==================== design 1
design_1/met3.png
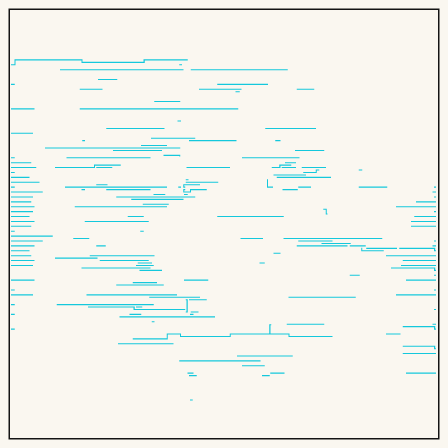

[src/rtl/syscall_controller.sv]
// syscall_controller: runs MIPS syscalls (print_int/string/char, exit) and stalls the core.
// Build option SYSCALL_STRLEN_LIMIT_EN adds a print_string byte limit and str_err.
module syscall_controller #(
  parameter int MAX_STR_LEN = 256
) (
  input  logic        clk,
  input  logic        reset,
  input  logic        syscall,
  input  logic [31:0] v0,
  input  logic [31:0] a0,
  output logic        mem_req,
  output logic [31:0] mem_addr,
  input  logic        mem_ack,
  input  logic [7:0]  mem_rdata,
  output logic        out_valid,
  output logic [7:0]  out_char,
  input  logic        out_ready,
  output logic        stall,
`ifdef SYSCALL_STRLEN_LIMIT_EN
  output logic        halt,
  output logic        str_err
`else
  output logic        halt
`endif
);

  typedef enum logic [2:0] {
    S_IDLE,
    S_DISPATCH,
    S_HEX,
    S_STR_REQ,
    S_STR_OUT,
    S_HALTED
  } state_t;

  state_t      r_state;
  state_t      w_next;
  logic [31:0] r_code;
  logic [31:0] r_arg;
  logic [31:0] r_ptr;
  logic [2:0]  r_digit;
  logic [7:0]  r_char;
  logic        r_single;

  logic        w_accept;
  logic        w_str_step;
  logic        w_limit;
  logic [3:0]  w_nib;
  logic [7:0]  w_hex;

  assign w_accept   = (r_state == S_IDLE) && syscall;
  assign w_str_step = (r_state == S_STR_OUT) && out_ready && !r_single;

  // digit 0 is the most significant nibble
  assign w_nib = r_arg[{~r_digit, 2'b00} +: 4];
  assign w_hex = (w_nib < 4'd10) ? (8'h30 + {4'h0, w_nib})
                                 : (8'h57 + {4'h0, w_nib});

`ifdef SYSCALL_STRLEN_LIMIT_EN
  logic [31:0] r_cnt;
  logic        r_str_err;

  assign w_limit = (r_cnt + 32'd1) == 32'(MAX_STR_LEN);
  assign str_err = r_str_err;

  always_ff @(posedge clk) begin
    if (reset) begin
      r_cnt     <= '0;
      r_str_err <= 1'b0;
    end else if (w_accept) begin
      r_cnt <= '0;
    end else if (w_str_step) begin
      r_cnt <= r_cnt + 32'd1;
      if (w_limit) r_str_err <= 1'b1;
    end
  end
`else
  logic w_unused_len;
  assign w_unused_len = ^MAX_STR_LEN;
  assign w_limit      = 1'b0;
`endif

  always_ff @(posedge clk) begin
    if (reset) r_state <= S_IDLE;
    else       r_state <= w_next;
  end

  always_comb begin
    w_next    = r_state;
    mem_req   = 1'b0;
    mem_addr  = '0;
    out_valid = 1'b0;
    out_char  = '0;
    halt      = 1'b0;
    unique case (r_state)
      S_IDLE: begin
        if (syscall) w_next = S_DISPATCH;
      end
      S_DISPATCH: begin
        case (r_code)
          32'd1:   w_next = S_HEX;
          32'd4:   w_next = S_STR_REQ;
          32'd11:  w_next = S_STR_OUT;
          32'd10:  w_next = S_HALTED;
          default: w_next = S_IDLE;
        endcase
      end
      S_HEX: begin
        out_valid = 1'b1;
        out_char  = w_hex;
        if (out_ready && r_digit == 3'd7) w_next = S_IDLE;
      end
      S_STR_REQ: begin
        mem_req  = 1'b1;
        mem_addr = r_ptr;
        if (mem_ack) begin
          if (mem_rdata == 8'h00) w_next = S_IDLE;
          else                    w_next = S_STR_OUT;
        end
      end
      S_STR_OUT: begin
        out_valid = 1'b1;
        out_char  = r_char;
        if (out_ready) begin
          if (r_single || w_limit) w_next = S_IDLE;
          else                     w_next = S_STR_REQ;
        end
      end
      S_HALTED: begin
        halt   = 1'b1;
        w_next = S_HALTED;
      end
      default: w_next = S_IDLE;
    endcase
  end

  // high in the accepting cycle so the syscall itself is frozen in execute
  assign stall = w_accept || (r_state != S_IDLE);

  always_ff @(posedge clk) begin
    if (reset) begin
      r_code   <= '0;
      r_arg    <= '0;
      r_ptr    <= '0;
      r_digit  <= '0;
      r_char   <= '0;
      r_single <= 1'b0;
    end else begin
      if (w_accept) begin
        r_code   <= v0;
        r_arg    <= a0;
        r_ptr    <= a0;
        r_digit  <= '0;
        r_single <= 1'b0;
      end
      if (r_state == S_DISPATCH && r_code == 32'd11) begin
        r_char   <= r_arg[7:0];
        r_single <= 1'b1;
      end
      if (r_state == S_HEX && out_ready)
        r_digit <= r_digit + 3'd1;
      if (r_state == S_STR_REQ && mem_ack && mem_rdata != 8'h00)
        r_char <= mem_rdata;
      if (w_str_step)
        r_ptr <= r_ptr + 32'd1;
    end
  end

endmodule

[config.mk]
export PLATFORM = sky130hd
export DESIGN_NAME = syscall_controller
export DESIGN_NICKNAME = d
export VERILOG_FILES = /design/src/rtl/syscall_controller.sv
export SDC_FILE = /design/constraint.sdc
export NUM_CORES = 1
export LEC_CHECK = 0
export ABC_AREA = 1
export CORE_MARGIN = 5
export CORE_UTILIZATION = 52
export CTS_CLUSTER_DIAMETER = 50
export DETAILED_ROUTE_END_ITERATION = 8
export PLACE_DENSITY = 0.86
export SLEW_MARGIN = 20
export SYNTH_ARGS = -nofsm -noshare
export SYNTH_HDL_FRONTEND = slang
export SYNTH_SLANG_ARGS = --single-unit
[constraint.sdc]
create_clock -name clk -period 2.23 [get_ports clk]
set_input_delay 0.3345 -clock clk [delete_from_list [all_inputs] [get_ports clk]]
set_output_delay 0.3345 -clock clk [all_outputs]
set_load 0.03 [all_outputs]
==================== design 2
## src/rtl/alu_seq_if.sv

```systemverilog
// Shared ALU control encodings and the request/ALU bundle seen by alu_seq.
// The package lives here so the interface and the sequencer share one definition.
package alu_seq_pkg;

  typedef enum logic [1:0] {NO_SH = 2'd0, SH_LEFT = 2'd1, SH_RIGHT = 2'd2, SH_ROT = 2'd3} alu_sh_e;
  typedef enum logic [1:0] {SH_OE = 2'd0, RES_OE = 2'd1, BUS_OE = 2'd2, NO_OE = 2'd3} alu_oe_e;
  typedef enum logic [1:0] {NO_LD = 2'd0, BUS_LD = 2'd1, RES_LD = 2'd2, HOLD_LD = 2'd3} alu_ld_e;

  typedef enum logic [2:0] {
    OP_ADD = 3'd0, OP_ADC = 3'd1, OP_SUB = 3'd2, OP_SBC = 3'd3,
    OP_AND = 3'd4, OP_XOR = 3'd5, OP_OR  = 3'd6, OP_CP  = 3'd7
  } alu_opc_e;

  // {r,s,v} function select; every arithmetic op, compare included, uses the adder
  function automatic logic [2:0] fn_sel(alu_opc_e op);
    case (op)
      OP_AND:  return 3'b010;
      OP_XOR:  return 3'b100;
      OP_OR:   return 3'b111;
      default: return 3'b001;
    endcase
  endfunction

  function automatic logic is_sub(alu_opc_e op);
    return (op == OP_SUB) || (op == OP_SBC) || (op == OP_CP);
  endfunction

  // Subtraction is A + ~B + 1, so a borrow-in appears as an inverted carry
  function automatic logic cin0(alu_opc_e op, logic c);
    case (op)
      OP_ADC:        return c;
      OP_SUB, OP_CP: return 1'b1;
      OP_SBC:        return ~c;
      default:       return 1'b0;
    endcase
  endfunction

endpackage

interface alu_seq_if;
  import alu_seq_pkg::*;

  logic       start;
  logic [2:0] op;
  logic [7:0] a;
  logic [7:0] b;
  logic       c_in;

  logic [7:0] alu_op;
  alu_sh_e    alu_sh;
  alu_oe_e    alu_oe;
  alu_ld_e    alu_la;
  alu_ld_e    alu_lb;
  logic       alu_r, alu_s, alu_v, alu_ne, alu_ci, alu_l, alu_h;
  logic [7:0] alu_result;
  logic       alu_zero;
  logic       alu_carry;

  logic       busy;
  logic       done;
  logic [7:0] result;
  logic       result_we;
  logic       fz, fn, fh, fc;

  modport slave (
    input  start, op, a, b, c_in, alu_result, alu_zero, alu_carry,
    output alu_op, alu_sh, alu_oe, alu_la, alu_lb,
           alu_r, alu_s, alu_v, alu_ne, alu_ci, alu_l, alu_h,
           busy, done, result, result_we, fz, fn, fh, fc
  );

  modport master (
    output start, op, a, b, c_in, alu_result, alu_zero, alu_carry,
    input  alu_op, alu_sh, alu_oe, alu_la, alu_lb,
           alu_r, alu_s, alu_v, alu_ne, alu_ci, alu_l, alu_h,
           busy, done, result, result_we, fz, fn, fh, fc
  );

endinterface

```

## src/rtl/alu_seq.sv

```systemverilog
// Micro-sequencer for the nibble-serial ALU: load A, low nibble, high nibble,
// then capture result and Z/N/H/C flags. All outputs come straight from flops.
module alu_seq
  import alu_seq_pkg::*;
(
  input  logic       clk,
  input  logic       reset_n,
  alu_seq_if.slave   bus
);

  typedef enum logic [2:0] {S_IDLE, S_LDA, S_LO, S_HI, S_DONE} state_e;

  state_e     state_q, state_d;
  alu_opc_e   op_q;
  logic [7:0] b_q;
  logic       c_q;
  logic       hc_q;

  logic [7:0] alu_op_q;
  alu_sh_e    sh_q;
  alu_oe_e    oe_q;
  alu_ld_e    la_q, lb_q;
  logic       r_q, s_q, v_q, ne_q, ci_q, l_q, h_q;
  logic       busy_q, done_q, we_q;
  logic [7:0] result_q;
  logic       fz_q, fn_q, fh_q, fc_q;

  logic accept;
  assign accept = ((state_q == S_IDLE) || (state_q == S_DONE)) && bus.start;

  // NOTE: state_d is given a value before the case so no path leaves it unassigned (no latch).
  always_comb begin
    state_d = state_q;
    case (state_q)
      S_IDLE:  if (bus.start) state_d = S_LDA;
      S_LDA:   state_d = S_LO;
      S_LO:    state_d = S_HI;
      S_HI:    state_d = S_DONE;
      S_DONE:  state_d = bus.start ? S_LDA : S_IDLE;
      default: state_d = S_IDLE;
    endcase
  end

  // NOTE: every register here uses <= so all flops see pre-edge values regardless of statement order.
  always_ff @(posedge clk or negedge reset_n) begin
    if (!reset_n) begin
      state_q  <= S_IDLE;
      op_q     <= OP_ADD;
      b_q      <= '0;
      c_q      <= 1'b0;
      hc_q     <= 1'b0;
      alu_op_q <= '0;
      sh_q     <= NO_SH;
      oe_q     <= SH_OE;
      la_q     <= NO_LD;
      lb_q     <= NO_LD;
      {r_q, s_q, v_q, ne_q, ci_q, l_q, h_q} <= '0;
      busy_q   <= 1'b0;
      done_q   <= 1'b0;
      we_q     <= 1'b0;
      result_q <= '0;
      {fz_q, fn_q, fh_q, fc_q} <= '0;
    end else begin
      state_q <= state_d;

      if (accept) begin
        op_q <= alu_opc_e'(bus.op);
        b_q  <= bus.b;
        c_q  <= bus.c_in;
      end

      // Controls are decoded from the state being entered so they line up with it.
      alu_op_q <= '0;
      sh_q     <= NO_SH;
      oe_q     <= SH_OE;
      la_q     <= NO_LD;
      lb_q     <= NO_LD;
      {r_q, s_q, v_q, ne_q, ci_q, l_q, h_q} <= '0;
      case (state_d)
        S_LDA: begin
          alu_op_q <= bus.a;
          la_q     <= BUS_LD;
        end
        S_LO: begin
          alu_op_q          <= b_q;
          lb_q              <= BUS_LD;
          {r_q, s_q, v_q}   <= fn_sel(op_q);
          ne_q              <= is_sub(op_q);
          ci_q              <= cin0(op_q, c_q);
          l_q               <= 1'b1;
        end
        S_HI: begin
          {r_q, s_q, v_q}   <= fn_sel(op_q);
          ne_q              <= is_sub(op_q);
          h_q               <= 1'b1;
          oe_q              <= RES_OE;
        end
        default: ;
      endcase

      busy_q <= (state_d == S_LDA) || (state_d == S_LO) || (state_d == S_HI);
      done_q <= (state_q == S_HI);
      we_q   <= (state_q == S_HI) && (op_q != OP_CP);

      if (state_q == S_LO) hc_q <= bus.alu_carry;

      if (state_q == S_HI) begin
        result_q <= bus.alu_result;
        fz_q     <= bus.alu_zero;
        fn_q     <= is_sub(op_q);
        case (op_q)
          OP_ADD, OP_ADC: begin
            fh_q <= hc_q;
            fc_q <= bus.alu_carry;
          end
          OP_SUB, OP_SBC, OP_CP: begin
            fh_q <= ~hc_q;
            fc_q <= ~bus.alu_carry;
          end
          OP_AND: begin
            fh_q <= 1'b1;
            fc_q <= 1'b0;
          end
          default: begin
            fh_q <= 1'b0;
            fc_q <= 1'b0;
          end
        endcase
      end
    end
  end

  assign bus.alu_op    = alu_op_q;
  assign bus.alu_sh    = sh_q;
  assign bus.alu_oe    = oe_q;
  assign bus.alu_la    = la_q;
  assign bus.alu_lb    = lb_q;
  assign bus.alu_r     = r_q;
  assign bus.alu_s     = s_q;
  assign bus.alu_v     = v_q;
  assign bus.alu_ne    = ne_q;
  assign bus.alu_ci    = ci_q;
  assign bus.alu_l     = l_q;
  assign bus.alu_h     = h_q;
  assign bus.busy      = busy_q;
  assign bus.done      = done_q;
  assign bus.result    = result_q;
  assign bus.result_we = we_q;
  assign bus.fz        = fz_q;
  assign bus.fn        = fn_q;
  assign bus.fh        = fh_q;
  assign bus.fc        = fc_q;

endmodule

```

## src/flat_wrapper.sv

```systemverilog
// flat-port wrapper written by rule: the top's interface ports become plain ports
module alu_seq_flat import alu_seq_pkg::*;
  (clk, reset_n, bus_start, bus_op, bus_a, bus_b, bus_c_in, bus_alu_result, bus_alu_zero, bus_alu_carry, bus_alu_op, bus_alu_sh, bus_alu_oe, bus_alu_la, bus_alu_lb, bus_alu_r, bus_alu_s, bus_alu_v, bus_alu_ne, bus_alu_ci, bus_alu_l, bus_alu_h, bus_busy, bus_done, bus_result, bus_result_we, bus_fz, bus_fn, bus_fh, bus_fc);
  alu_seq_if bus_i ();
  input  logic clk;
  input  logic reset_n;
  input wire logic [$bits(bus_i.start)-1:0] bus_start;
  input wire logic [$bits(bus_i.op)-1:0] bus_op;
  input wire logic [$bits(bus_i.a)-1:0] bus_a;
  input wire logic [$bits(bus_i.b)-1:0] bus_b;
  input wire logic [$bits(bus_i.c_in)-1:0] bus_c_in;
  input wire logic [$bits(bus_i.alu_result)-1:0] bus_alu_result;
  input wire logic [$bits(bus_i.alu_zero)-1:0] bus_alu_zero;
  input wire logic [$bits(bus_i.alu_carry)-1:0] bus_alu_carry;
  output wire logic [$bits(bus_i.alu_op)-1:0] bus_alu_op;
  output wire logic [$bits(bus_i.alu_sh)-1:0] bus_alu_sh;
  output wire logic [$bits(bus_i.alu_oe)-1:0] bus_alu_oe;
  output wire logic [$bits(bus_i.alu_la)-1:0] bus_alu_la;
  output wire logic [$bits(bus_i.alu_lb)-1:0] bus_alu_lb;
  output wire logic [$bits(bus_i.alu_r)-1:0] bus_alu_r;
  output wire logic [$bits(bus_i.alu_s)-1:0] bus_alu_s;
  output wire logic [$bits(bus_i.alu_v)-1:0] bus_alu_v;
  output wire logic [$bits(bus_i.alu_ne)-1:0] bus_alu_ne;
  output wire logic [$bits(bus_i.alu_ci)-1:0] bus_alu_ci;
  output wire logic [$bits(bus_i.alu_l)-1:0] bus_alu_l;
  output wire logic [$bits(bus_i.alu_h)-1:0] bus_alu_h;
  output wire logic [$bits(bus_i.busy)-1:0] bus_busy;
  output wire logic [$bits(bus_i.done)-1:0] bus_done;
  output wire logic [$bits(bus_i.result)-1:0] bus_result;
  output wire logic [$bits(bus_i.result_we)-1:0] bus_result_we;
  output wire logic [$bits(bus_i.fz)-1:0] bus_fz;
  output wire logic [$bits(bus_i.fn)-1:0] bus_fn;
  output wire logic [$bits(bus_i.fh)-1:0] bus_fh;
  output wire logic [$bits(bus_i.fc)-1:0] bus_fc;
  assign bus_i.start = bus_start;
  assign bus_i.op = bus_op;
  assign bus_i.a = bus_a;
  assign bus_i.b = bus_b;
  assign bus_i.c_in = bus_c_in;
  assign bus_i.alu_result = bus_alu_result;
  assign bus_i.alu_zero = bus_alu_zero;
  assign bus_i.alu_carry = bus_alu_carry;
  assign bus_alu_op = bus_i.alu_op;
  assign bus_alu_sh = bus_i.alu_sh;
  assign bus_alu_oe = bus_i.alu_oe;
  assign bus_alu_la = bus_i.alu_la;
  assign bus_alu_lb = bus_i.alu_lb;
  assign bus_alu_r = bus_i.alu_r;
  assign bus_alu_s = bus_i.alu_s;
  assign bus_alu_v = bus_i.alu_v;
  assign bus_alu_ne = bus_i.alu_ne;
  assign bus_alu_ci = bus_i.alu_ci;
  assign bus_alu_l = bus_i.alu_l;
  assign bus_alu_h = bus_i.alu_h;
  assign bus_busy = bus_i.busy;
  assign bus_done = bus_i.done;
  assign bus_result = bus_i.result;
  assign bus_result_we = bus_i.result_we;
  assign bus_fz = bus_i.fz;
  assign bus_fn = bus_i.fn;
  assign bus_fh = bus_i.fh;
  assign bus_fc = bus_i.fc;
  alu_seq u_core (.clk(clk), .reset_n(reset_n), .bus(bus_i));
endmodule
```

## config.mk

```make
export PLATFORM = sky130hd
export DESIGN_NAME = alu_seq_flat
export DESIGN_NICKNAME = d
export VERILOG_FILES = /design/src/rtl/alu_seq_if.sv /design/src/rtl/alu_seq.sv /design/src/flat_wrapper.sv
export SDC_FILE = /design/constraint.sdc
export NUM_CORES = 1
export LEC_CHECK = 0
export CAP_MARGIN = 40
export CELL_PAD_IN_SITES_DETAIL_PLACEMENT = 0
export CELL_PAD_IN_SITES_GLOBAL_PLACEMENT = 1
export CORE_UTILIZATION = 37
export CTS_BUF_LIST = sky130_fd_sc_hd__clkbuf_4 sky130_fd_sc_hd__clkbuf_8
export CTS_CLUSTER_DIAMETER = 30
export DETAILED_ROUTE_END_ITERATION = 12
export PLACE_DENSITY_LB_ADDON = 0.05
export SLEW_MARGIN = 25
export SYNTH_ARGS = -nofsm -noshare
export SYNTH_HDL_FRONTEND = slang
export SYNTH_SLANG_ARGS = --single-unit
```

## constraint.sdc

```tcl
create_clock -name clk -period 3.5 [get_ports clk]
set_clock_uncertainty 0.05 [all_clocks]
set_input_delay 0.7 -clock clk [delete_from_list [all_inputs] [get_ports clk]]
set_output_delay 0.7 -clock clk [all_outputs]
set_load 0.05 [all_outputs]
```


==> gallery <==
Track usage over the die.
panel A
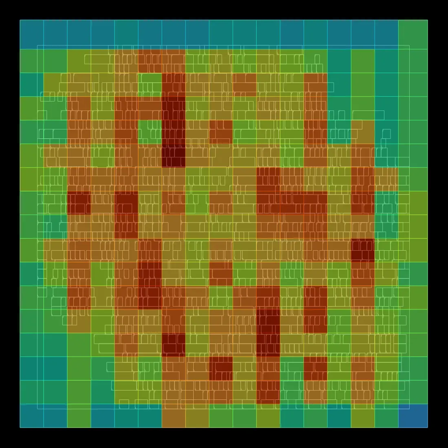
panel B
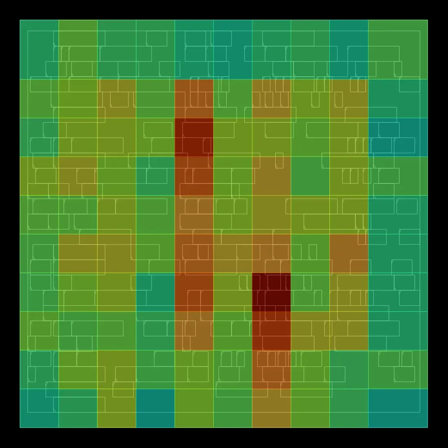
panel A: design 1
panel B: design 2
The one with the highest track usage is panel A.
The one with the highest utilization is panel A.

design_2/met1.png
The bar under the picture is 20 microns long. Supply wires on this layer in gray.
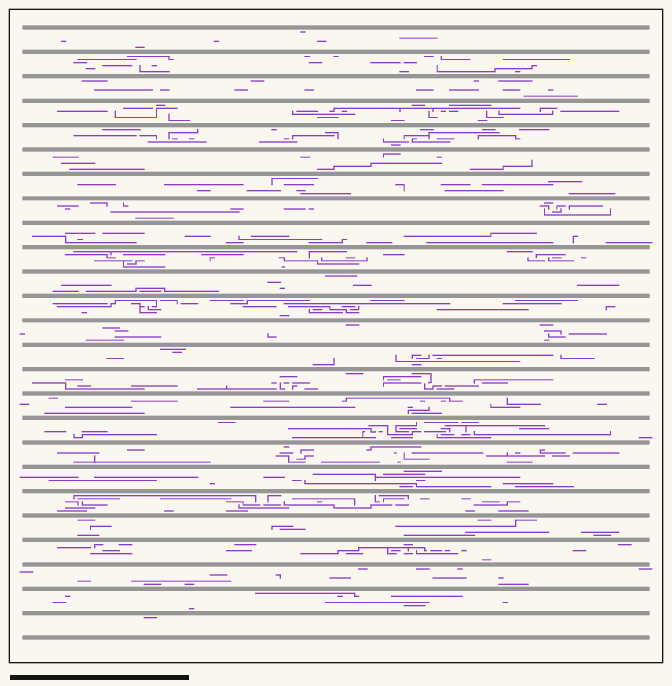
- share of all routed wire: 41%
- nets with wire on the layer: 200

==> deck_impl_summary.md, design 2 <==
Synthesis and Place & Route Summary

Finish
  • Tally of non-filler cells in the final layout: 282
  • Number of inverters outside the clock class in the layout: 6
  • Layout Utilization: 55.3%
  • Seq area share: between 40% and 50%
  • Combinational gate area: approximately 570 sq um

Place
  • Pre-CTS setup slack: ~0.93 ns

Setup path
  • Startpoint type of the worst setup path: flop
  • Critical Path Sink: bus_fh
  • Cell class contributing the biggest share of worst-path delay: buffers and inverters

Clocking
  • CTS-repair resized insts: 0
  • Hold buffers post-CTS: 0
  • CTS tree: yes

Power
  • Switching Share: between 40% and 50%
  • Power consumption: about 2.7 mW
  • Power consumed by the clock network: approximately 0.30 mW

Routing
  • Via-to-Cell Ratio: 4.46
  • Max Used Layer: met4

Run
  • Number of warning messages in the logs: 26

Run status
  • Outcome: finished, final reports clean

STA
  • Number of hold violations in the final report: 0

Die
  • Tap cells: roughly 67

GRT
  • Wire length of the first global-routing pass: 5860 microns
[design 2: cells by family (layout without fill, tap and decap cells)]
family / count (synthesis) / count (layout) / share of synthesized area [%]
other cells: 1 / 5 / 0.203
xor+xnor: 2 / 2 / 0.948
flops: 47 / 47 / 63.6
simple gates: 49 / 49 / 13.5
compound gates: 20 / 20 / 7.65
mux: 11 / 11 / 7.72
buf+inv: 19 / 81 / 6.36
[design 2: Yosys cell counts (all sizes together) (2+ instances only)]
cell / number / area (sq um)
a21oi: 4 / 20.0
a22o: 8 / 70.1
a31oi: 2 / 12.5
buf: 11 / 87.6
clkbuf: 2 / 7.51
dfrtp: 47 / 1180
inv: 6 / 22.5
mux2: 11 / 143
nand2: 34 / 128
nand2b: 3 / 18.8
nand3b: 3 / 26.3
nor2: 3 / 11.3
nor3b: 3 / 45.1
o21ai: 3 / 15.0
[design 2: worst register-to-register path: cells and delay by family, from the launching register on]
family / cells / cell delay (ns)
buffers and inverters: 1 / 0.41
AND/OR/NAND/NOR: 2 / 0.50
AND-OR/OR-AND: 1 / 0.13
flip-flops: 1 / 0.52
design_1/met1.png
The bar under the picture is 20 microns long. Supply wires on this layer in gray.
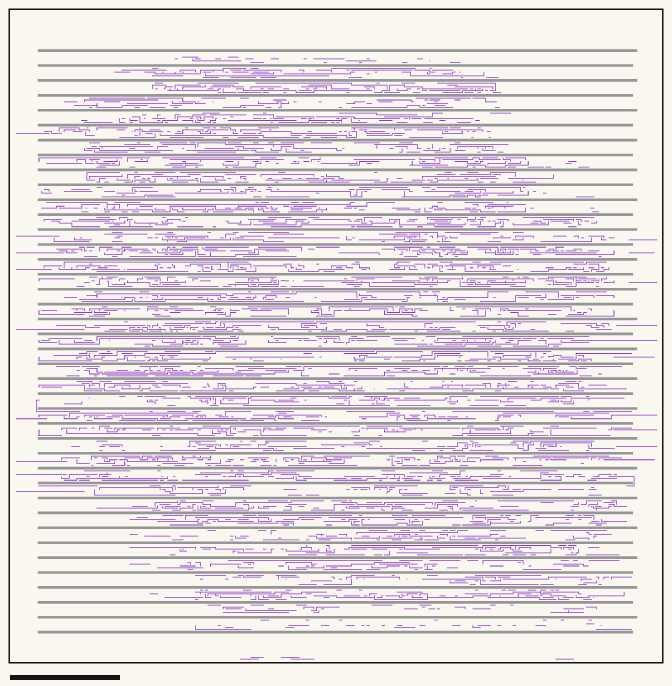
- main direction: horizontal
- share of all routed wire: 44%
- nets with wire on the layer: 1117
- longest straight run: 40.7 microns

About design_1/met3.png:
- share of all routed wire: 7.7%
- wire length on this layer: 1440 microns
- nets with wire on the layer: 139

==> deck_impl_summary.md, design 1 <==
Synthesis and Place & Route Summary

Run status
  • Outcome: finished, violations left
  • Failing checks: negative setup slack

Power
  • P_comb: slightly below 0.7 mW

Logic synthesis
  • Xor-xnor portion of the synthesized cell area: less than 1%
  • Synthesized area per cell: a little over 6 sq um
  • Yosys warns: 0
  • Number of standard cells after synthesis: 1014
  • Fraction of synthesized area in multiplexers: 0%

STA
  • RSZ-0062 raised after global routing: true
  • Setup-failing EPs final: 4
  • Tcrit/Tclk final: 104%
  • Sum Neg Setup Slack: -0.308 ns
  • Setup WS post-layout: -0.0912 ns
  • Hold WS: 0.461 ns

Place
  • DP Cell Count: about 1300

Routing
  • Routed length per placed instance: about 15 microns
  • Routed Antenna Nets: 0

GRT
  • Wire length of the first global-routing pass: 30700 microns

Finish
  • Combinational gate count: 732

Clocking
  • Root Driver: clkbuf_16

Min path
  • Hold depth: 2
==> design 1: state kept, by name, indices dropped and copies added, names as in the netlist <==
signal	cells
r_arg	32
r_char	8
r_code	32
r_digit	3
r_ptr	32
r_single	1
r_state	3
==> design 1: cell usage in the layout (no fill, tap or decap), drive strengths merged, types with 2 or more instances in the layout <==
cell | netlist | final
nand2 | 288 | 288
nor2 | 165 | 165
inv | 129 | 129
dfxtp | 111 | 111
a21oi | 85 | 85
clkdlybuf4s50 | 0 | 75
nand3 | 74 | 74
o21ai | 70 | 70
buf | 18 | 64
clkbuf | 24 | 12
o211ai | 11 | 11
a31oi | 9 | 9
nand4 | 9 | 9
xor2 | 6 | 6
nor3 | 5 | 5
ha | 4 | 4
dlymetal6s2s | 0 | 3
clkinv | 0 | 3
dlygate4sd2 | 0 | 2
==> design 1: how the worst max path moves through the flow <==
stage / to / start
after floorplan: out_char[2] / r_digit[0]
after global placement: out_char[4] / r_digit[1]
after detailed placement: out_char[4] / r_digit[1]
after CTS: out_char[0] / r_digit[0]
after global routing: out_char[2] / r_digit[0]
final: out_char[0] / r_digit[0]


==> layout pictures side by side <==
Metal 2.
Cells faint in the background.
Plate I
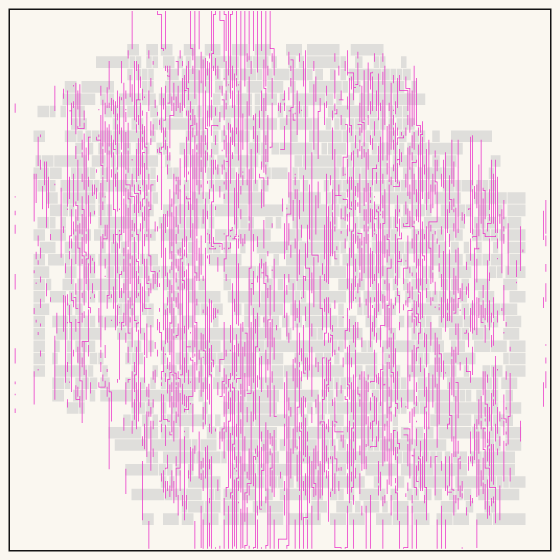
Plate II
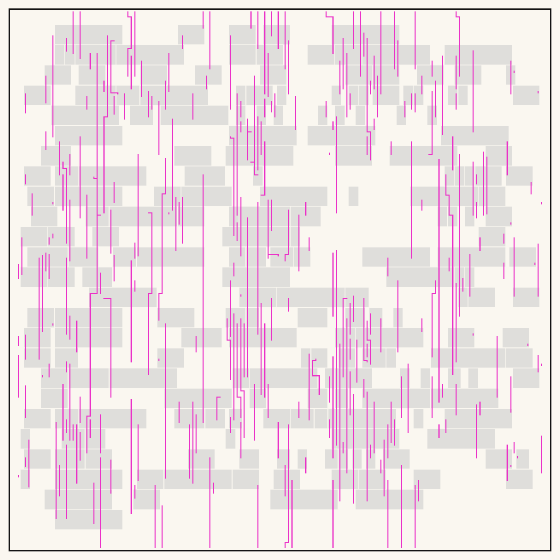
Plate I comes from design 1.
Plate II comes from design 2.

Key to Plate II:
- nets with wire on the layer: 207
- main direction: vertical
- wire length on this layer: 1810 microns
- longest straight run: 33.3 microns

No activity file was given, so power comes from the tool's default toggle rates.
